=== key_event ===
==> key_event/congestion.png <==
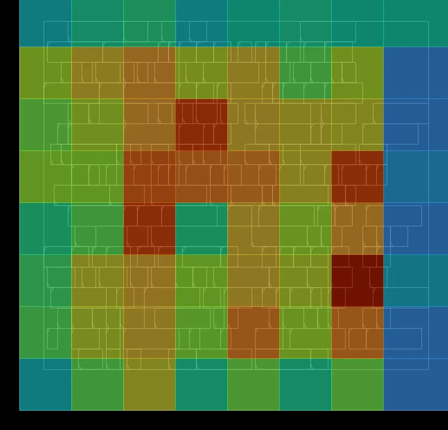

## config.mk

```make
export PLATFORM = sky130hd
export DESIGN_NAME = key_event
export DESIGN_NICKNAME = d
export VERILOG_FILES = /design/src/rtl/key_event_pkg.sv /design/src/rtl/key_event_ms_tick.sv /design/src/rtl/key_event.sv
export SDC_FILE = /design/constraint.sdc
export NUM_CORES = 1
export LEC_CHECK = 0
export CAP_MARGIN = 20
export CORE_MARGIN = 3
export CORE_UTILIZATION = 60
export DETAILED_ROUTE_END_ITERATION = 16
export PLACE_DENSITY = 0.84
export SYNTH_ARGS = -nofsm -noshare
export SYNTH_HDL_FRONTEND = slang
export SYNTH_SLANG_ARGS = --single-unit
```

## constraint.sdc

```tcl
create_clock -name clk -period 4.01 [get_ports clk]
set_input_delay 0.6015 -clock clk [delete_from_list [all_inputs] [get_ports clk]]
set_output_delay 0.6015 -clock clk [all_outputs]
set_load 0.02 [all_outputs]
```

## src/rtl/key_event_pkg.sv

```systemverilog
// Shared constants for the key event classifier: one-hot FSM encoding,
// the millisecond tick rate and counter sizing helpers.
package key_event_pkg;

  localparam int TICK_HZ = 1000;

  localparam logic [3:0] ST_LOCK  = 4'b0001;
  localparam logic [3:0] ST_IDLE  = 4'b0010;
  localparam logic [3:0] ST_PRESS = 4'b0100;
  localparam logic [3:0] ST_LONG  = 4'b1000;

  function automatic int max_int(input int a, input int b);
    return (a > b) ? a : b;
  endfunction

  // Bits needed to hold the values 0..n, never less than one.
  function automatic int cnt_width(input int n);
    return (n < 1) ? 1 : $clog2(n + 1);
  endfunction

endpackage

```

## src/rtl/key_event_ms_tick.sv

```systemverilog
// Prescaler: counts 0..DIV-1 and flags the wrap cycle; clr restarts the
// count so the first tick lands exactly DIV clocks after clr is released.
module ms_tick
  import key_event_pkg::*;
#(
  parameter int DIV = 50000
) (
  input  logic clk,
  input  logic rst,
  input  logic clr,
  output logic tick
);

  localparam int            CW   = cnt_width(DIV - 1);
  localparam logic [CW-1:0] LAST = CW'(DIV - 1);
  localparam logic [CW-1:0] ONE  = CW'(1);

  logic [CW-1:0] r_cnt;
  logic          w_wrap;

  assign w_wrap = (r_cnt == LAST);
  assign tick   = w_wrap;

  always_ff @(posedge clk) begin
    if (rst || clr) begin
      r_cnt <= '0;
    end else if (w_wrap) begin
      r_cnt <= '0;
    end else begin
      r_cnt <= r_cnt + ONE;
    end
  end

endmodule

```

## src/rtl/key_event.sv

```systemverilog
// Classifies a debounced key into short, long and (with KEY_EVENT_REPEAT_EN)
// auto-repeat pulses; all outputs are registered one-cycle events.
//
// state | meaning
// LOCK  | after reset, wait for the key to be released before arming
// IDLE  | armed, key released, counters held at zero
// PRESS | key down, timing toward the long threshold
// LONG  | long press reported, optionally repeating until release
module key_event
  import key_event_pkg::*;
#(
  parameter int CLK_FREQ  = 50000000,
  parameter int LONG_MS   = 1000,
  parameter int REPEAT_MS = 200
) (
  input  logic clk,
  input  logic rst,
  input  logic key_level,
  output logic pressed,
  output logic short_pulse,
  output logic long_pulse,
  output logic repeat_pulse
);

  localparam int            DIV       = CLK_FREQ / TICK_HZ;
  localparam int            MW        = cnt_width(max_int(LONG_MS, REPEAT_MS));
  localparam logic [MW-1:0] LONG_LAST = MW'(LONG_MS - 1);
  localparam logic [MW-1:0] MS_ONE    = MW'(1);

  logic [3:0]    r_state;
  logic [MW-1:0] r_ms;
  logic          r_pressed;
  logic          r_short;
  logic          r_long;

  logic [3:0]    w_next;
  logic          w_tick;
  logic          w_clr;
  logic          w_short;
  logic          w_long;
  logic          w_ms_restart;

  ms_tick #(
    .DIV (DIV)
  ) u_ms_tick (
    .clk  (clk),
    .rst  (rst),
    .clr  (w_clr),
    .tick (w_tick)
  );

`ifdef KEY_EVENT_REPEAT_EN
  localparam logic [MW-1:0] REP_LAST = MW'(REPEAT_MS - 1);
  logic r_repeat;
  logic w_repeat;
`endif

  always_comb begin
    w_next       = r_state;
    w_clr        = 1'b1;
    w_short      = 1'b0;
    w_long       = 1'b0;
    w_ms_restart = 1'b0;
`ifdef KEY_EVENT_REPEAT_EN
    w_repeat     = 1'b0;
`endif
    case (r_state)
      ST_LOCK: begin
        if (!key_level) w_next = ST_IDLE;
      end
      ST_IDLE: begin
        if (key_level) w_next = ST_PRESS;
      end
      ST_PRESS: begin
        // Threshold beats a coincident release: long is reported, short is not.
        if (w_tick && (r_ms == LONG_LAST)) begin
          w_long = 1'b1;
          w_next = key_level ? ST_LONG : ST_IDLE;
        end else if (!key_level) begin
          w_short = 1'b1;
          w_next  = ST_IDLE;
        end else begin
          w_clr = 1'b0;
        end
      end
      ST_LONG: begin
        if (!key_level) begin
          w_next = ST_IDLE;
        end else begin
`ifdef KEY_EVENT_REPEAT_EN
          w_clr = 1'b0;
          if (w_tick && (r_ms == REP_LAST)) begin
            w_repeat     = 1'b1;
            w_ms_restart = 1'b1;
          end
`endif
        end
      end
      default: begin
        w_next = ST_LOCK;
      end
    endcase
  end

  always_ff @(posedge clk) begin
    if (rst || w_clr || w_ms_restart) begin
      r_ms <= '0;
    end else if (w_tick) begin
      r_ms <= r_ms + MS_ONE;
    end
  end

  always_ff @(posedge clk) begin
    if (rst) begin
      r_state   <= ST_LOCK;
      r_pressed <= 1'b0;
      r_short   <= 1'b0;
      r_long    <= 1'b0;
    end else begin
      r_state   <= w_next;
      r_pressed <= (w_next == ST_PRESS) || (w_next == ST_LONG);
      r_short   <= w_short;
      r_long    <= w_long;
    end
  end

`ifdef KEY_EVENT_REPEAT_EN
  always_ff @(posedge clk) begin
    if (rst) begin
      r_repeat <= 1'b0;
    end else begin
      r_repeat <= w_repeat;
    end
  end
  assign repeat_pulse = r_repeat;
`else
  assign repeat_pulse = 1'b0;
`endif

  assign pressed     = r_pressed;
  assign short_pulse = r_short;
  assign long_pulse  = r_long;

endmodule

```

=== load_store_unit_flat ===
**config.mk**
```make
export PLATFORM = sky130hd
export DESIGN_NAME = load_store_unit_flat
export DESIGN_NICKNAME = d
export VERILOG_FILES = /design/src/rtl/load_store_unit_if.sv /design/src/rtl/load_store_unit.sv /design/src/flat_wrapper.sv
export SDC_FILE = /design/constraint.sdc
export NUM_CORES = 1
export LEC_CHECK = 0
export ABC_AREA = 1
export CAP_MARGIN = 20
export CORE_ASPECT_RATIO = 0.6
export CORE_MARGIN = 2
export CORE_UTILIZATION = 44
export CTS_CLUSTER_SIZE = 8
export DETAILED_ROUTE_END_ITERATION = 10
export PLACE_DENSITY_LB_ADDON = 0.3
export SYNTH_ARGS = -nofsm -noshare
export SYNTH_HDL_FRONTEND = slang
export SYNTH_SLANG_ARGS = --single-unit
```
**constraint.sdc**
```tcl
create_clock -name clk -period 2 [get_ports clk]
set_clock_uncertainty 0.15 [all_clocks]
set_input_delay 0.6 -clock clk [delete_from_list [all_inputs] [get_ports clk]]
set_output_delay 0.6 -clock clk [all_outputs]
set_load 0.01 [all_outputs]
```
**src/rtl/load_store_unit_if.sv**
```systemverilog
// Memory-side bus between the load/store unit and the data memory.
// The unit is the master; memory answers with ack and read data.
interface load_store_unit_if;
  logic        mem_req;
  logic        mem_we;
  logic [31:0] mem_addr;
  logic [31:0] mem_wdata;
  logic [3:0]  mem_be;
  logic        mem_ack;
  logic [31:0] mem_rdata;

  modport master (
    output mem_req, mem_we, mem_addr,
    output mem_wdata, mem_be,
    input  mem_ack, mem_rdata
  );

  modport slave (
    input  mem_req, mem_we, mem_addr,
    input  mem_wdata, mem_be,
    output mem_ack, mem_rdata
  );
endinterface

```
**src/rtl/load_store_unit.sv**
```systemverilog
// Load/store unit: byte-lane steering, alignment checks and a
// single-outstanding memory request with an ack timeout.
module load_store_unit #(
  parameter int ACK_TIMEOUT = 16
) (
  input  logic        clk,
  input  logic        rst,
  input  logic        start,
  input  logic        is_load,
  input  logic        is_store,
  input  logic [2:0]  funct3,
  input  logic [31:0] addr,
  input  logic [31:0] store_data,
  output logic        busy,
  output logic        done,
  output logic [31:0] load_data,
  output logic        err_access,
  output logic        err_timeout,
  load_store_unit_if.master mem
);

  typedef enum logic [1:0] {
    IDLE = 2'd0,
    REQ  = 2'd1,
    DONE = 2'd2
  } state_t;

  localparam logic [7:0] LAST = 8'(ACK_TIMEOUT - 1);

  state_t      state_q;
  logic [7:0]  cnt_q;
  logic        req_q;
  logic        we_q;
  logic [31:0] addr_q;
  logic [3:0]  be_q;
  logic [31:0] wdata_q;
  logic [2:0]  f3_q;
  logic [1:0]  lane_q;
  logic        ld_q;
  logic        done_q;
  logic        eacc_q;
  logic        eto_q;
  logic [31:0] rdata_q;

  logic        accept;
  logic        illegal;
  logic [3:0]  be_d;
  logic [31:0] wdata_d;
  logic [7:0]  byte_v;
  logic [15:0] half_v;
  logic [31:0] ext_v;

  assign accept = (state_q == IDLE) && start
                && (is_load ^ is_store);

  always_comb begin
    illegal = 1'b0;
    if (funct3 inside {3'b011, 3'b110, 3'b111})
      illegal = 1'b1;
    if (is_store && funct3[2])
      illegal = 1'b1;
    if (funct3[1:0] == 2'b01 && addr[0])
      illegal = 1'b1;
    if (funct3[1:0] == 2'b10 && addr[1:0] != 2'b00)
      illegal = 1'b1;
  end

  always_comb begin
    be_d    = 4'b1111;
    wdata_d = store_data;
    unique case (1'b1)
      (funct3[1:0] == 2'b00): begin
        be_d    = 4'b0001 << addr[1:0];
        wdata_d = {4{store_data[7:0]}};
      end
      (funct3[1:0] == 2'b01): begin
        be_d    = addr[1] ? 4'b1100 : 4'b0011;
        wdata_d = {2{store_data[15:0]}};
      end
      default: begin
        be_d    = 4'b1111;
        wdata_d = store_data;
      end
    endcase
    if (!is_store)
      wdata_d = '0;
  end

  // Lane select uses the byte offset captured at acceptance.
  always_comb begin
    byte_v = mem.mem_rdata[{lane_q, 3'b000} +: 8];
    half_v = lane_q[1] ? mem.mem_rdata[31:16]
                       : mem.mem_rdata[15:0];
    ext_v  = mem.mem_rdata;
    unique case (1'b1)
      (f3_q == 3'b000): ext_v = {{24{byte_v[7]}}, byte_v};
      (f3_q == 3'b100): ext_v = {24'b0, byte_v};
      (f3_q == 3'b001): ext_v = {{16{half_v[15]}}, half_v};
      (f3_q == 3'b101): ext_v = {16'b0, half_v};
      default:          ext_v = mem.mem_rdata;
    endcase
  end

  always_ff @(posedge clk) begin
    if (rst) begin
      state_q <= IDLE;
      cnt_q   <= '0;
      req_q   <= 1'b0;
      we_q    <= 1'b0;
      addr_q  <= '0;
      be_q    <= '0;
      wdata_q <= '0;
      f3_q    <= '0;
      lane_q  <= '0;
      ld_q    <= 1'b0;
      done_q  <= 1'b0;
      eacc_q  <= 1'b0;
      eto_q   <= 1'b0;
      rdata_q <= '0;
    end else begin
      done_q  <= 1'b0;
      eacc_q  <= 1'b0;
      eto_q   <= 1'b0;
      rdata_q <= '0;
      unique case (state_q)
        IDLE: begin
          if (accept) begin
            f3_q   <= funct3;
            lane_q <= addr[1:0];
            ld_q   <= is_load;
            if (illegal) begin
              state_q <= DONE;
              done_q  <= 1'b1;
              eacc_q  <= 1'b1;
            end else begin
              state_q <= REQ;
              cnt_q   <= '0;
              req_q   <= 1'b1;
              we_q    <= is_store;
              addr_q  <= {addr[31:2], 2'b00};
              be_q    <= be_d;
              wdata_q <= wdata_d;
            end
          end
        end
        REQ: begin
          if (mem.mem_ack) begin
            state_q <= DONE;
            req_q   <= 1'b0;
            done_q  <= 1'b1;
            rdata_q <= ld_q ? ext_v : '0;
          end else if (cnt_q == LAST) begin
            state_q <= DONE;
            req_q   <= 1'b0;
            done_q  <= 1'b1;
            eto_q   <= 1'b1;
          end else begin
            cnt_q <= cnt_q + 8'd1;
          end
        end
        DONE:    state_q <= IDLE;
        default: state_q <= IDLE;
      endcase
    end
  end

  assign busy          = (state_q != IDLE);
  assign done          = done_q;
  assign err_access    = eacc_q;
  assign err_timeout   = eto_q;
  assign load_data     = rdata_q;
  assign mem.mem_req   = req_q;
  assign mem.mem_we    = we_q;
  assign mem.mem_addr  = addr_q;
  assign mem.mem_be    = be_q;
  assign mem.mem_wdata = wdata_q;

endmodule

```
**src/flat_wrapper.sv**
```systemverilog
// flat-port wrapper written by rule: the top's interface ports become plain ports
module load_store_unit_flat 
#(
  parameter int ACK_TIMEOUT = 16
)
  (clk, rst, start, is_load, is_store, funct3, addr, store_data, busy, done, load_data, err_access, err_timeout, mem_mem_req, mem_mem_we, mem_mem_addr, mem_mem_wdata, mem_mem_be, mem_mem_ack, mem_mem_rdata);
  load_store_unit_if mem_i ();
  input  logic clk;
  input  logic rst;
  input  logic start;
  input  logic is_load;
  input  logic is_store;
  input  logic [2:0] funct3;
  input  logic [31:0] addr;
  input  logic [31:0] store_data;
  output logic busy;
  output logic done;
  output logic [31:0] load_data;
  output logic err_access;
  output logic err_timeout;
  output wire logic [$bits(mem_i.mem_req)-1:0] mem_mem_req;
  output wire logic [$bits(mem_i.mem_we)-1:0] mem_mem_we;
  output wire logic [$bits(mem_i.mem_addr)-1:0] mem_mem_addr;
  output wire logic [$bits(mem_i.mem_wdata)-1:0] mem_mem_wdata;
  output wire logic [$bits(mem_i.mem_be)-1:0] mem_mem_be;
  input wire logic [$bits(mem_i.mem_ack)-1:0] mem_mem_ack;
  input wire logic [$bits(mem_i.mem_rdata)-1:0] mem_mem_rdata;
  assign mem_mem_req = mem_i.mem_req;
  assign mem_mem_we = mem_i.mem_we;
  assign mem_mem_addr = mem_i.mem_addr;
  assign mem_mem_wdata = mem_i.mem_wdata;
  assign mem_mem_be = mem_i.mem_be;
  assign mem_i.mem_ack = mem_mem_ack;
  assign mem_i.mem_rdata = mem_mem_rdata;
  load_store_unit #(.ACK_TIMEOUT(ACK_TIMEOUT)) u_core (.clk(clk), .rst(rst), .start(start), .is_load(is_load), .is_store(is_store), .funct3(funct3), .addr(addr), .store_data(store_data), .busy(busy), .done(done), .load_data(load_data), .err_access(err_access), .err_timeout(err_timeout), .mem(mem_i));
endmodule
```
=== regbank_sb ===
--- src/rtl/regbank_sb.sv ---
// regbank_sb: WIDTH x DEPTH register bank with 2 read ports, 1 write port, write-to-read bypass, busy scoreboard.
// Latency: read accepted at edge N -> o_data1/o_data2/o_rd_valid valid during cycle N+1; writes/locks land at the edge.
// Backpressure: o_rd_ready drops while a read address is busy (pending write); requester holds request until accepted.
//
// Ports:
//   i_clk, i_rst_n          clock; synchronous active-low reset
//   i_rd_req, o_rd_ready    read handshake (o_rd_ready is combinational)
//   i_addr1, i_addr2        read addresses
//   o_data1, o_data2        registered read data, o_rd_valid one-cycle pulse per accept
//   i_wr_en, i_addrdest,
//   i_datadest              write-back port; clears the busy bit of the written register
//   i_lock_en, i_lock_addr  marks a register busy (write pending)
//   o_busy                  registered scoreboard, one bit per register
module regbank_sb #(
    parameter int WIDTH    = 8,
    parameter int DEPTH    = 8,
    parameter int AW       = $clog2(DEPTH),
    parameter int ZERO_REG = 0
) (
    input  logic             i_clk,
    input  logic             i_rst_n,
    input  logic             i_rd_req,
    output logic             o_rd_ready,
    input  logic [AW-1:0]    i_addr1,
    input  logic [AW-1:0]    i_addr2,
    output logic [WIDTH-1:0] o_data1,
    output logic [WIDTH-1:0] o_data2,
    output logic             o_rd_valid,
    input  logic             i_wr_en,
    input  logic [AW-1:0]    i_addrdest,
    input  logic [WIDTH-1:0] i_datadest,
    input  logic             i_lock_en,
    input  logic [AW-1:0]    i_lock_addr,
    output logic [DEPTH-1:0] o_busy
);

    // ------------------------------------------------------------------
    // State
    // ------------------------------------------------------------------
    logic [WIDTH-1:0] r_regs [DEPTH];
    logic [DEPTH-1:0] r_busy;
    logic [WIDTH-1:0] r_data1;
    logic [WIDTH-1:0] r_data2;
    logic             r_rd_valid;

    // ------------------------------------------------------------------
    // Address qualification
    // A "live" address is in range and is not the hard-wired zero
    // register. Only live registers can be written, locked, read with a
    // non-zero value, or be busy.
    // ------------------------------------------------------------------
    logic w_a1_live;
    logic w_a2_live;
    logic w_dest_live;
    logic w_lock_live;

    always_comb begin
        w_a1_live   = (int'(i_addr1) < DEPTH);
        w_a2_live   = (int'(i_addr2) < DEPTH);
        w_dest_live = (int'(i_addrdest) < DEPTH);
        w_lock_live = (int'(i_lock_addr) < DEPTH);
        if (ZERO_REG != 0) begin
            if (i_addr1 == '0)     w_a1_live   = 1'b0;
            if (i_addr2 == '0)     w_a2_live   = 1'b0;
            if (i_addrdest == '0)  w_dest_live = 1'b0;
            if (i_lock_addr == '0) w_lock_live = 1'b0;
        end
    end

    logic w_wr_ok;
    logic w_lock_ok;

    assign w_wr_ok   = i_wr_en & w_dest_live;
    assign w_lock_ok = i_lock_en & w_lock_live;

    // ------------------------------------------------------------------
    // Read readiness
    // A busy register is still readable in the cycle it is being written,
    // because the bypass below forwards the incoming data.
    // ------------------------------------------------------------------
    logic w_hit1;
    logic w_hit2;
    logic w_busy1;
    logic w_busy2;
    logic w_ok1;
    logic w_ok2;
    logic w_accept;

    assign w_hit1 = w_wr_ok & (i_addrdest == i_addr1);
    assign w_hit2 = w_wr_ok & (i_addrdest == i_addr2);

    always_comb begin
        w_busy1 = 1'b0;
        w_busy2 = 1'b0;
        if (w_a1_live) w_busy1 = r_busy[i_addr1];
        if (w_a2_live) w_busy2 = r_busy[i_addr2];
    end

    assign w_ok1      = ~w_busy1 | w_hit1;
    assign w_ok2      = ~w_busy2 | w_hit2;
    assign o_rd_ready = w_ok1 & w_ok2;
    assign w_accept   = i_rd_req & o_rd_ready;

    // ------------------------------------------------------------------
    // Read data with write-first bypass
    // ------------------------------------------------------------------
    logic [WIDTH-1:0] w_rd1;
    logic [WIDTH-1:0] w_rd2;

    always_comb begin
        w_rd1 = '0;
        w_rd2 = '0;
        if (w_a1_live) w_rd1 = w_hit1 ? i_datadest : r_regs[i_addr1];
        if (w_a2_live) w_rd2 = w_hit2 ? i_datadest : r_regs[i_addr2];
    end

    // ------------------------------------------------------------------
    // Scoreboard next state: lock is applied after the write-clear so a
    // same-cycle write and lock of one register leaves it busy.
    // ------------------------------------------------------------------
    logic [DEPTH-1:0] w_busy_nxt;

    always_comb begin
        w_busy_nxt = r_busy;
        if (w_wr_ok)   w_busy_nxt[i_addrdest]  = 1'b0;
        if (w_lock_ok) w_busy_nxt[i_lock_addr] = 1'b1;
    end

    // ------------------------------------------------------------------
    // Sequential state
    // ------------------------------------------------------------------
    always_ff @(posedge i_clk) begin
        if (!i_rst_n) begin
            for (int i = 0; i < DEPTH; i++) begin
                r_regs[i] <= '0;
            end
            r_busy     <= '0;
            r_data1    <= '0;
            r_data2    <= '0;
            r_rd_valid <= 1'b0;
        end else begin
            if (w_wr_ok) begin
                r_regs[i_addrdest] <= i_datadest;
            end
            r_busy     <= w_busy_nxt;
            r_rd_valid <= w_accept;
            // Read data holds its last value when nothing is accepted.
            if (w_accept) begin
                r_data1 <= w_rd1;
                r_data2 <= w_rd2;
            end
        end
    end

    assign o_data1    = r_data1;
    assign o_data2    = r_data2;
    assign o_rd_valid = r_rd_valid;
    assign o_busy     = r_busy;

endmodule

--- config.mk ---
export PLATFORM = sky130hd
export DESIGN_NAME = regbank_sb
export DESIGN_NICKNAME = d
export VERILOG_FILES = /design/src/rtl/regbank_sb.sv
export SDC_FILE = /design/constraint.sdc
export NUM_CORES = 1
export LEC_CHECK = 0
export CORE_ASPECT_RATIO = 1.75
export CORE_MARGIN = 1
export CORE_UTILIZATION = 60
export CTS_CLUSTER_SIZE = 28
export DETAILED_ROUTE_END_ITERATION = 16
export GPL_TIMING_DRIVEN = 0
export HOLD_SLACK_MARGIN = 0.12
export PLACE_DENSITY = 0.83
export SYNTH_ARGS = -nofsm -noshare
export SYNTH_HDL_FRONTEND = slang
export SYNTH_SLANG_ARGS = --single-unit
export TNS_END_PERCENT = 30
--- constraint.sdc ---
create_clock -name i_clk -period 5.36 [get_ports i_clk]
set_clock_uncertainty 0.05 [all_clocks]
set_input_delay 1.608 -clock i_clk [delete_from_list [all_inputs] [get_ports i_clk]]
set_output_delay 1.608 -clock i_clk [all_outputs]
set_load 0.02 [all_outputs]
=== uart_tx_fifo ===
$ cat src/rtl/uart_pkg.sv
// Shared definitions for the UART transmitter with byte buffer.
// Holds the transmitter FSM state type, the line levels and the frame data width.
// Optional feature macro used by the design: UART_TX_PARITY_EN (even parity bit).
package uart_pkg;

    // Transmitter FSM states; PARITY is only reachable when parity is enabled
    typedef enum logic [2:0] {
        IDLE   = 3'd0,
        START  = 3'd1,
        DATA   = 3'd2,
        PARITY = 3'd3,
        STOP   = 3'd4
    } tx_state_t;

    localparam logic IDLE_LEVEL  = 1'b1;
    localparam logic START_LEVEL = 1'b0;
    localparam logic STOP_LEVEL  = 1'b1;

    localparam int unsigned DATA_BITS = 8;

endpackage

$ cat src/rtl/byte_fifo.sv
// Byte FIFO with zero-latency head output (first-word fall-through).
// Ports:
//   CLK    in   clock, rising edge
//   RST_N  in   synchronous active-low reset; empties the buffer
//   push   in   write din at the tail (ignored when full)
//   din    in   byte to write
//   pop    in   drop the head entry (ignored when empty)
//   dout   out  current head byte, valid whenever empty is low
//   full   out  occupancy equals 2**DEPTH_LOG2
//   empty  out  occupancy equals zero
module byte_fifo
    import uart_pkg::*;
#(
    parameter int unsigned DEPTH_LOG2 = 4
) (
    input  logic                 CLK,
    input  logic                 RST_N,
    input  logic                 push,
    input  logic [DATA_BITS-1:0] din,
    input  logic                 pop,
    output logic [DATA_BITS-1:0] dout,
    output logic                 full,
    output logic                 empty
);

    localparam int unsigned DEPTH = 1 << DEPTH_LOG2;
    localparam int unsigned CW    = DEPTH_LOG2 + 1;

    logic [DATA_BITS-1:0]  mem_q [DEPTH];
    logic [DEPTH_LOG2-1:0] wr_ptr_q, wr_ptr_d;
    logic [DEPTH_LOG2-1:0] rd_ptr_q, rd_ptr_d;
    logic [CW-1:0]         count_q, count_d;
    logic                  push_ok;
    logic                  pop_ok;

    assign full    = (count_q == CW'(DEPTH));
    assign empty   = (count_q == '0);
    assign push_ok = push && !full;
    assign pop_ok  = pop && !empty;
    assign dout    = mem_q[rd_ptr_q];

    // Pointer and occupancy update; pointers wrap naturally at their width
    always_comb begin
        wr_ptr_d = wr_ptr_q;
        rd_ptr_d = rd_ptr_q;
        count_d  = count_q;
        if (push_ok) begin
            wr_ptr_d = wr_ptr_q + DEPTH_LOG2'(1);
        end
        if (pop_ok) begin
            rd_ptr_d = rd_ptr_q + DEPTH_LOG2'(1);
        end
        case ({push_ok, pop_ok})
            2'b10:   count_d = count_q + CW'(1);
            2'b01:   count_d = count_q - CW'(1);
            default: count_d = count_q;
        endcase
    end

    always_ff @(posedge CLK) begin
        if (!RST_N) begin
            wr_ptr_q <= '0;
            rd_ptr_q <= '0;
            count_q  <= '0;
        end else begin
            wr_ptr_q <= wr_ptr_d;
            rd_ptr_q <= rd_ptr_d;
            count_q  <= count_d;
        end
    end

    // Storage needs no reset: a zero count makes old contents unreachable
    always_ff @(posedge CLK) begin
        if (push_ok) begin
            mem_q[wr_ptr_q] <= din;
        end
    end

endmodule

$ cat src/rtl/uart_tx_fifo.sv
// UART transmitter (8N1, or 8E1 with UART_TX_PARITY_EN defined) fed by a byte FIFO.
// Ports:
//   CLK    in   clock, rising edge
//   RST_N  in   synchronous active-low reset; aborts any frame in flight
//   data   in   byte to transmit
//   valid  in   data is presented; taken on an edge where valid && ready
//   ready  out  buffer can accept a byte this cycle (low while full or in reset)
//   TX     out  registered serial line, idle high
//   busy   out  registered; buffer non-empty or frame in progress
// Config macro: UART_TX_PARITY_EN adds an even parity bit between data and stop.
module uart_tx_fifo
    import uart_pkg::*;
#(
    parameter int unsigned CLK_PER_BIT = 868,
    parameter int unsigned DEPTH_LOG2  = 4
) (
    input  logic                 CLK,
    input  logic                 RST_N,
    input  logic [DATA_BITS-1:0] data,
    input  logic                 valid,
    output logic                 ready,
    output logic                 TX,
    output logic                 busy
);

    localparam int unsigned CNT_W = $clog2(CLK_PER_BIT);
    localparam int unsigned IDX_W = $clog2(DATA_BITS);
    localparam logic [CNT_W-1:0] CNT_MAX  = CNT_W'(CLK_PER_BIT - 1);
    localparam logic [IDX_W-1:0] IDX_LAST = IDX_W'(DATA_BITS - 1);

    tx_state_t            state_q, state_d;
    logic [CNT_W-1:0]     bit_cnt_q, bit_cnt_d;
    logic [IDX_W-1:0]     idx_q, idx_d;
    logic [DATA_BITS-1:0] shift_q, shift_d;
    logic                 tx_q, tx_d;
    logic                 busy_q, busy_d;
    logic                 rst_done_q;
`ifdef UART_TX_PARITY_EN
    logic                 parity_q, parity_d;
`endif

    logic                 fifo_push;
    logic                 fifo_pop;
    logic [DATA_BITS-1:0] fifo_dout;
    logic                 fifo_full;
    logic                 fifo_empty;
    logic                 bit_done;

    // ready stays low during reset; rst_done_q rises on the first edge after release
    assign ready     = rst_done_q && !fifo_full;
    assign fifo_push = valid && ready;
    assign bit_done  = (bit_cnt_q == CNT_MAX);
    assign TX        = tx_q;
    assign busy      = busy_q;

    byte_fifo #(
        .DEPTH_LOG2 (DEPTH_LOG2)
    ) u_fifo (
        .CLK   (CLK),
        .RST_N (RST_N),
        .push  (fifo_push),
        .din   (data),
        .pop   (fifo_pop),
        .dout  (fifo_dout),
        .full  (fifo_full),
        .empty (fifo_empty)
    );

    // Next-state, counters and FIFO pop
    always_comb begin
        state_d   = state_q;
        bit_cnt_d = bit_done ? '0 : bit_cnt_q + CNT_W'(1);
        idx_d     = idx_q;
        shift_d   = shift_q;
        fifo_pop  = 1'b0;
`ifdef UART_TX_PARITY_EN
        parity_d  = parity_q;
`endif
        case (state_q)
            IDLE: begin
                bit_cnt_d = '0;
                if (!fifo_empty) begin
                    fifo_pop = 1'b1;
                    shift_d  = fifo_dout;
`ifdef UART_TX_PARITY_EN
                    parity_d = ^fifo_dout;
`endif
                    state_d  = START;
                end
            end
            START: begin
                if (bit_done) begin
                    idx_d   = '0;
                    state_d = DATA;
                end
            end
            DATA: begin
                if (bit_done) begin
                    shift_d = {1'b0, shift_q[DATA_BITS-1:1]};
                    idx_d   = idx_q + IDX_W'(1);
                    if (idx_q == IDX_LAST) begin
`ifdef UART_TX_PARITY_EN
                        state_d = PARITY;
`else
                        state_d = STOP;
`endif
                    end
                end
            end
`ifdef UART_TX_PARITY_EN
            PARITY: begin
                if (bit_done) begin
                    state_d = STOP;
                end
            end
`endif
            STOP: begin
                // Chain straight into the next frame when more bytes are waiting
                if (bit_done) begin
                    if (!fifo_empty) begin
                        fifo_pop = 1'b1;
                        shift_d  = fifo_dout;
`ifdef UART_TX_PARITY_EN
                        parity_d = ^fifo_dout;
`endif
                        state_d  = START;
                    end else begin
                        state_d  = IDLE;
                    end
                end
            end
            default: begin
                state_d   = IDLE;
                bit_cnt_d = '0;
            end
        endcase
    end

    // Line level follows the current state, registered one cycle later
    always_comb begin
        tx_d = IDLE_LEVEL;
        case (state_q)
            START:   tx_d = START_LEVEL;
            DATA:    tx_d = shift_q[0];
`ifdef UART_TX_PARITY_EN
            PARITY:  tx_d = parity_q;
`endif
            STOP:    tx_d = STOP_LEVEL;
            default: tx_d = IDLE_LEVEL;
        endcase
        busy_d = (state_q != IDLE) || !fifo_empty;
    end

    always_ff @(posedge CLK) begin
        if (!RST_N) begin
            state_q    <= IDLE;
            bit_cnt_q  <= '0;
            idx_q      <= '0;
            shift_q    <= '0;
            tx_q       <= IDLE_LEVEL;
            busy_q     <= 1'b0;
            rst_done_q <= 1'b0;
`ifdef UART_TX_PARITY_EN
            parity_q   <= 1'b0;
`endif
        end else begin
            state_q    <= state_d;
            bit_cnt_q  <= bit_cnt_d;
            idx_q      <= idx_d;
            shift_q    <= shift_d;
            tx_q       <= tx_d;
            busy_q     <= busy_d;
            rst_done_q <= 1'b1;
`ifdef UART_TX_PARITY_EN
            parity_q   <= parity_d;
`endif
        end
    end

endmodule

$ cat config.mk
export PLATFORM = sky130hd
export DESIGN_NAME = uart_tx_fifo
export DESIGN_NICKNAME = d
export VERILOG_FILES = /design/src/rtl/uart_pkg.sv /design/src/rtl/byte_fifo.sv /design/src/rtl/uart_tx_fifo.sv
export SDC_FILE = /design/constraint.sdc
export NUM_CORES = 1
export LEC_CHECK = 0
export CAP_MARGIN = 20
export CORE_MARGIN = 2
export CORE_UTILIZATION = 56
export DETAILED_ROUTE_END_ITERATION = 10
export PLACE_DENSITY = 0.87
export SETUP_SLACK_MARGIN = 0.15
export SKIP_LAST_GASP = 1
export SLEW_MARGIN = 10
export SYNTH_ARGS = -nofsm -noshare
export SYNTH_HDL_FRONTEND = slang
export SYNTH_SLANG_ARGS = --single-unit
$ cat constraint.sdc
create_clock -name CLK -period 3.1 [get_ports CLK]
set_clock_uncertainty 0.15 [all_clocks]
set_input_delay 0.93 -clock CLK [delete_from_list [all_inputs] [get_ports CLK]]
set_output_delay 0.93 -clock CLK [all_outputs]
set_load 0.1 [all_outputs]
==> regbank_sb/layer_met1.png <==
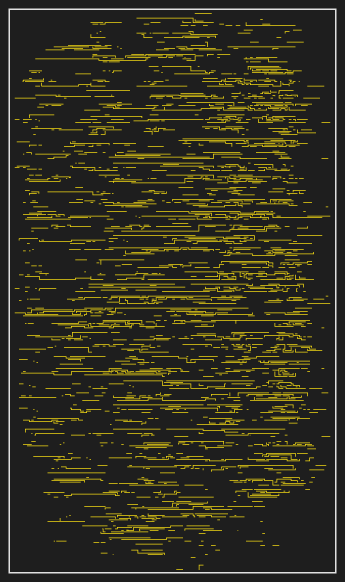
The wires run mostly horizontal. The layer carries 4800 um of wire. The layer holds 31% of the routed length.
via count of the routed design: 4236
met1 demand-to-capacity share in global routing: 35.9%
Post-Route WL: 15.3 mm

==> regbank_sb/io_fan.png <==
Scale bar: 20 um.
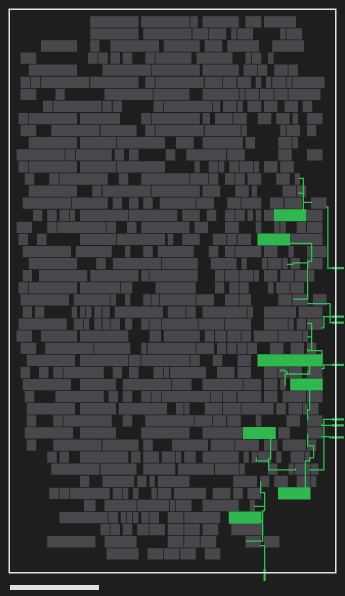
Green shows `o_data1`, bits 8, direction output, end cells 8, buffers 8, wire 200 um.
buffers added on ports: 42
io pins: 51

==> flow_summary.toml, regbank_sb <==
# physical design summary
[run]
warning_count = 26

[hold_path]
hold_path_cell_cnt = 2

[layout]
numSequentialCells = 89
fraction_of_layout_cells_with_a_size_suffix_above_1_pct = 20.7
post_route_cell_area_um2 = 6260

[placed_design]
dpl.hpwl_mm = 11.1
gp_congestion = 0.999

[critical_path]
timing.critical_path.cells = "clkdlybuf4s50_1, buf_6, mux4_2, mux2_4, a22o_1, buf_6, buf_8, inv_1, buf_2"

[cts]
cts_tree = "built"

[global_route]
grt_max_degree = 16
grt_first_pass_wirelength_mm = 23.8

[synthesis]
postSynthCellCount = 424
post_synth_xor_area_fraction_pct = 1.27
synth.cell_area_um2 = 5310
postSynthNetCount = 449

[status]
status = "complete, no violations"
regbank_sb: flip-flops by register name (all words and copies together) (netlist names):
signal / count
o_busy: 8
o_data1: 8
o_data2: 8
o_rd_valid: 1
r_regs: 64
regbank_sb: power by group:
part | switching (uW) | total [uW] | internal (uW)
registers | 30.9 | 820 | 789
logic | 196 | 351 | 155
clock network | 272 | 632 | 360
regbank_sb: metal layers:
metal  vias to the layer above  track usage [%]  share of wire, %
li1                       1825                -                 -
met1                      2065             35.9                31
met4                         0             22.3               6.3
met5                         -                0                 0
met2                       275             63.6                55
met3                        71             8.42               7.0
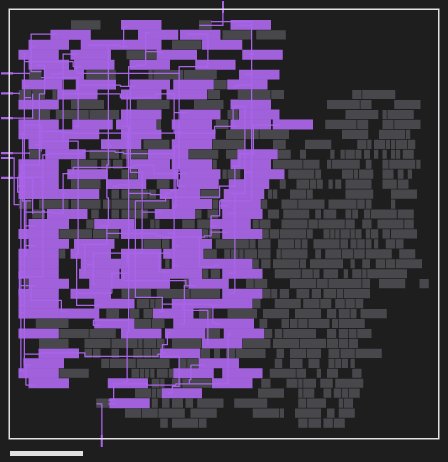
(uart_tx_fifo/io_fan.png)
Scale bar: 20 um.
Purple shows `data`, bits 8, direction input, end cells 128, buffers 8, wire 1810 um.
buffers added on ports: 13
io pins: 14

==> flow_summary.toml, uart_tx_fifo <==
# physical design summary
[layout]
non_clock_buffer_area_share_pct = 6.33
area_delta_synth_final_pct = 17.4
layout.non_clock_inverters = 7
buffers_excl_clock = 47
seq_area_share_pct = 56.4

[detailed_routing]
antenna_violating_nets_post_route = 0
dr.max_layer_used = "met4"
dr_total_vias = 4016
firstDrtPassIters = 4
wl_met3_um = 742

[critical_path]
path_class = "register to register"
worst_r2r_startpoint = "bit_cnt_q[0]$_SDFF_PP0_"
worstPathBufferInverterCount = 0

[placed_design]
gp_congestion = 0.779

[synthesis]
flop_cell = "edfxtp_1"
synth-compound-area-share_pct = 5.89
post_synth_and_or_nand_nor_area_fraction_pct = 9.79
synth.yosys.chip_area_um2 = 7140
synthesis.yosys.warnings = 0

[hold_path]
hold_path_class = "register to register"
worst_hold_startpoint = "shift_q[7]$_SDFFE_PN0P_"
worstHoldEndpoint = "shift_q[7]$_SDFFE_PN0P_"
hold_path_cell_cnt = 2

[global_route]
grt_max_degree = 40

[cts]
cts-root-buf = "clkbuf_16"
clock_sink_count = 172

[power]
powerClk_uw = 2000
post-layout-total-power_uw = 6520
power.ir.vdd_worst_uv = 532

[status]
status = "complete, no violations"

[final_timing]
period_used_pct = 94.0
timing.final.crit_period_ps = 2910
rsz_0062_raised_after_global_routing = "true"

[die]
tapcell.inserted = 172
die_height_um = 117
[uart_tx_fifo: sequential cells by signal, indices dropped and copies added (netlist names), 3 cells and up, named ones only]
| signal | count |
|---|---|
| bit_cnt_q | 10 |
| idx_q | 3 |
| shift_q | 8 |
| state_q | 3 |
| u_fifo.count_q | 5 |
| u_fifo.mem_q | 128 |
| u_fifo.rd_ptr_q | 4 |
| u_fifo.wr_ptr_q | 4 |
[uart_tx_fifo: layer usage]
layer / vias to the layer above / track usage (%)
met5: - / 0
met4: 0 / 8.47
met3: 15 / 4.69
met2: 111 / 39.6
met1: 2035 / 28.4
li1: 1855 / -
==> key_event/flops_by_reg.png <==
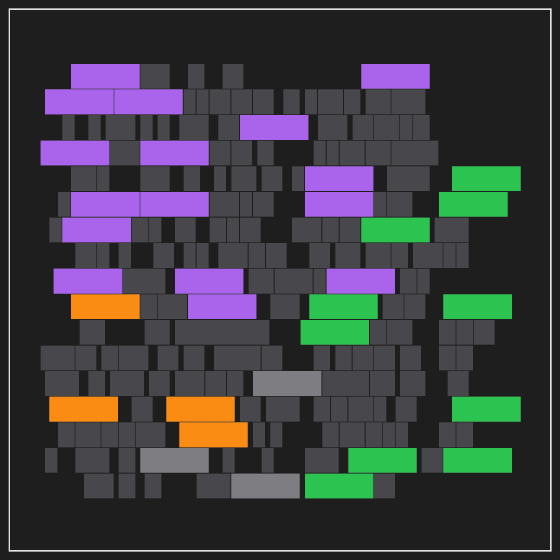
Purple shows `u_ms_tick.r_cnt`, flops 16. Green shows `r_ms`, flops 10. Orange shows `r_state`, flops 4, where south-west.
Another 3 sequential cells are not coloured.
post-route core utilization: 72.0%
sequential cell area in the final layout: 661 um^2
proportion of cell area occupied by registers: 38.9%
seq pwr: 336 uW

==> key_event/clk_routes.png <==
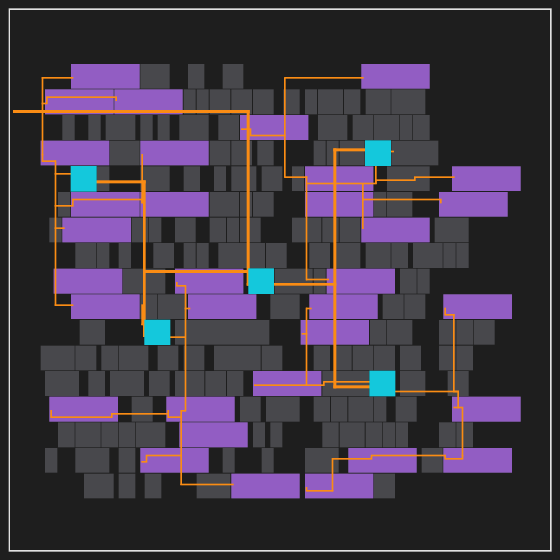
Purple shows flip-flops, count 33. Orange shows clock wires, length 382 um. Cyan shows clock drivers, count 5.
Position of the flops: spread over the die.
worst-case clock skew: 8.56 ps
Power Clock: 211 uW
relative contribution of the clock network to total power: 37.6%

About key_event/congestion.png:
total global-route track usage: 20.2%
busiest layer in global routing: met2
met3 routing resource usage after global routing: 4.75%
average wire length per cell after detail routing: 14.2 um

==> flow_summary.toml, key_event <==
# physical design summary
[synthesis]
synth-adder-area-share_pct = 1.58
synth-compound-area-share_pct = 13.2
logic_family = "simple AND/OR/NAND/NOR gates"
synthesis.yosys.warnings = 0
common_cells = "dfxtp_1 (33), nor2_1 (20), o21ai_0 (13), or3_1 (12)"
proportion_of_synthesized_flip_flops_having_asynchronous_set_or_reset_pct = 0
post_synth_xor_area_fraction_pct = 8.30
enable_flop_cells = 0
yosysSeqAreaShare_pct = 41.7
synth_flops = 33
synth.largest_area_cell = "dfxtp_1"

[critical_path]
cp.required_ps = 4250
cpPeakStageDelay_ps = 670
worst_setup_path_startpoint = "u_ms_tick.r_cnt[7]$_SDFF_PP0_"
endpoint_kind = "register"
critPathArrivalTime_ps = 2880

[detailed_routing]
route.final.wire_length_mm = 3.08
remaining_drc_errors = 0

[final_timing]
rsz_0062_raised_after_global_routing = "false"
tightest_slew_ps = 984
tns_ps = 0
final_hold_viol_count = 0
period_used_pct = 65.9

[hold_path]
worst_hold_startpoint = "u_ms_tick.r_cnt[0]$_SDFF_PP0_"

[global_route]
grt_max_degree = 16

[power]
dominant_power_group = "sequential cells"
internal_power_uw = 439
p_comb_share_pct = 2.7
p_switching_uw = 123
leakagePower_uw = 0.000463
comb_cell_power_uw = 15.1

[die]
die_width_um = 57.4
ios = 7

[layout]
dominant_logic_cell_type_in_the_layout = "dfxtp_1"
comb_area_um2 = 857
layout.non_clock_inverters = 7
post_route_cell_area_um2 = 1700
clockNetworkAreaShare_pct = 4.12
final_cells = 217

[run]
warning_count = 26

[cts]
worst_setup_hold_path_clk_slew_ps = 90
clk_path_buf_depth = 2
cts-htree-levels = 2

[placed_design]
gp_congestion = 0.805

[status]
status = "complete, no violations"
## key_event: per-layer routing
metal / part of all wire, % / global-route usage (%) / wire [um]
met5: 0 / 0 / 0
met4: 1.9 / 8.94 / 59
met3: 5.5 / 4.75 / 168
met2: 47 / 32.6 / 1440
met1: 46 / 25.5 / 1410
## key_event: state kept, by name (all words and copies together) (netlist names)
register and count:
long_pulse 1, u_ms_tick.r_cnt 16, short_pulse 1, r_state 4
r_ms 10, pressed 1
==> load_store_unit_flat/congestion.png <==
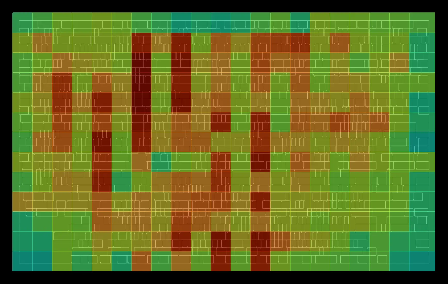
total global-route track usage: 26.6%
met3 routing resource usage after global routing: 7.26%

==> flow_summary.toml, load_store_unit_flat <==
# physical design summary
[synthesis]
ys_cells = 760
enable_flop_cells = 0
synth-adder-area-share_pct = 0.232
synth_area_per_cell_um2 = 7.10
proportion_of_synthesized_flip_flops_having_asynchronous_set_or_reset_pct = 0
post_synth_and_or_nand_nor_area_fraction_pct = 29.7
synth.largest_area_cell = "dfxtp_1"
post_synth_xor_area_fraction_pct = 0.325
synth_flops = 119

[critical_path]
path_common_cell = "nand2_2"
regToRegEndpoint = "u_core.mem.mem_addr[27]$_SDFFE_PP0P_"
r2r_setup_slack_ps = 210
critPathArrivalTime_ps = 2120
worst_setup_path_start_kind = "input port"
timing.critical_path.fanout_max = 12
worst_path_max_delay_cell = "clkdlybuf4s50_1"

[layout]
finalNetCount = 1117
fill_cells = 980
num_antenna_cells = 3
clock_buffers = 21
fraction_of_layout_cells_with_a_size_suffix_above_1_pct = 15.1
dominant_logic_cell_type_in_the_layout = "nand2_1"

[global_route]
grt_antenna_before_repair = 3
grt_max_degree = 71
grt_pass1_vias = 5407

[placed_design]
gp_congestion = 0.950

[final_timing]
period_used_pct = 97.0
max_clock_freq_mhz = 516
tns_ps = 0

[die]
die_width_um = 147
tapcell.inserted = 165
std_cell_rows = 31

[cts]
cts-root-buf = "clkbuf_16"
worstSkewPairLatency_ps = 400
worst_setup_hold_path_clk_slew_ps = 60
cts-htree-levels = 4

[power]
dominant_power_group = "the clock network"
seq_power_share_pct = 35.7
p_comb_share_pct = 14.7
powerClk_uw = 3420

[detailed_routing]
via_per_inst = 4.92

[status]
status = "complete, no violations"

[hold_path]
worst_hold_startpoint = "u_core.mem.mem_addr[19]$_SDFFE_PP0P_"
## load_store_unit_flat: through the flow
step / util, % / std cells
3_5_place_dp: 66.1 / 1149
2_1_floorplan: - / 761
3_3_place_gp: 66.1 / 1149
6_report: 72.3 / 1192
5_1_grt: 72.3 / 1192
4_1_cts: 70.7 / 1181
## load_store_unit_flat: routing by layer
metal  global-route usage [%]  vias to the layer above  part of all wire [%]
met2                     39.0                      248                    43
met4                     8.57                        0                   1.8
met5                        0                        -                     0
met1                     37.8                     2620                    47
li1                         -                     2967                     -
met3                     7.26                       25                   8.1


==> screenshots <==
M1 wires.
shot_01.png
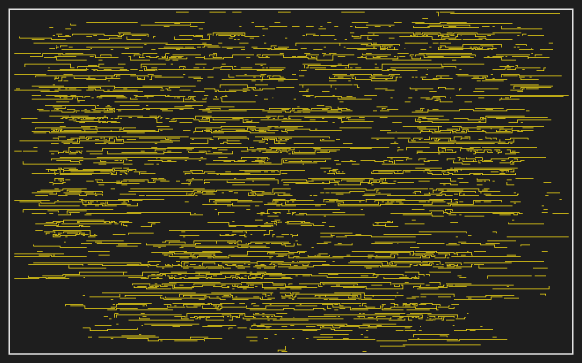
shot_02.png
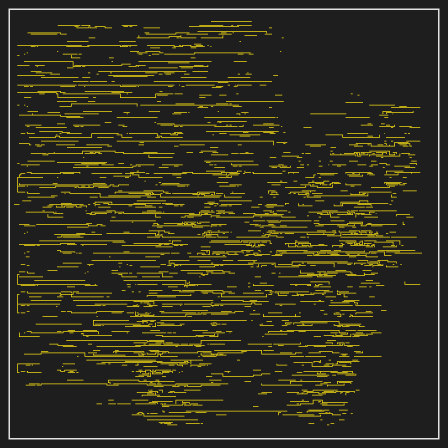
shot_03.png
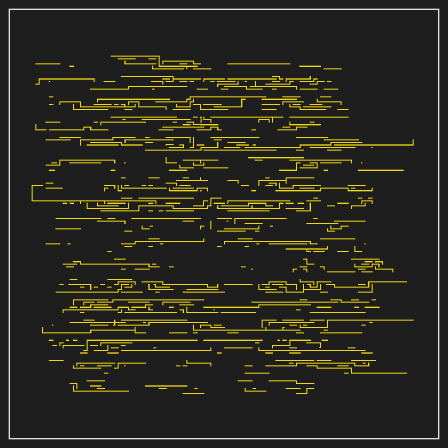
shot_01.png is load_store_unit_flat.
shot_02.png is uart_tx_fifo.
shot_03.png is key_event.

Key to shot_03.png:
The layer carries 1410 um of wire. The longest straight run is 16.6 um.

Power and IR drop assume default switching activity.
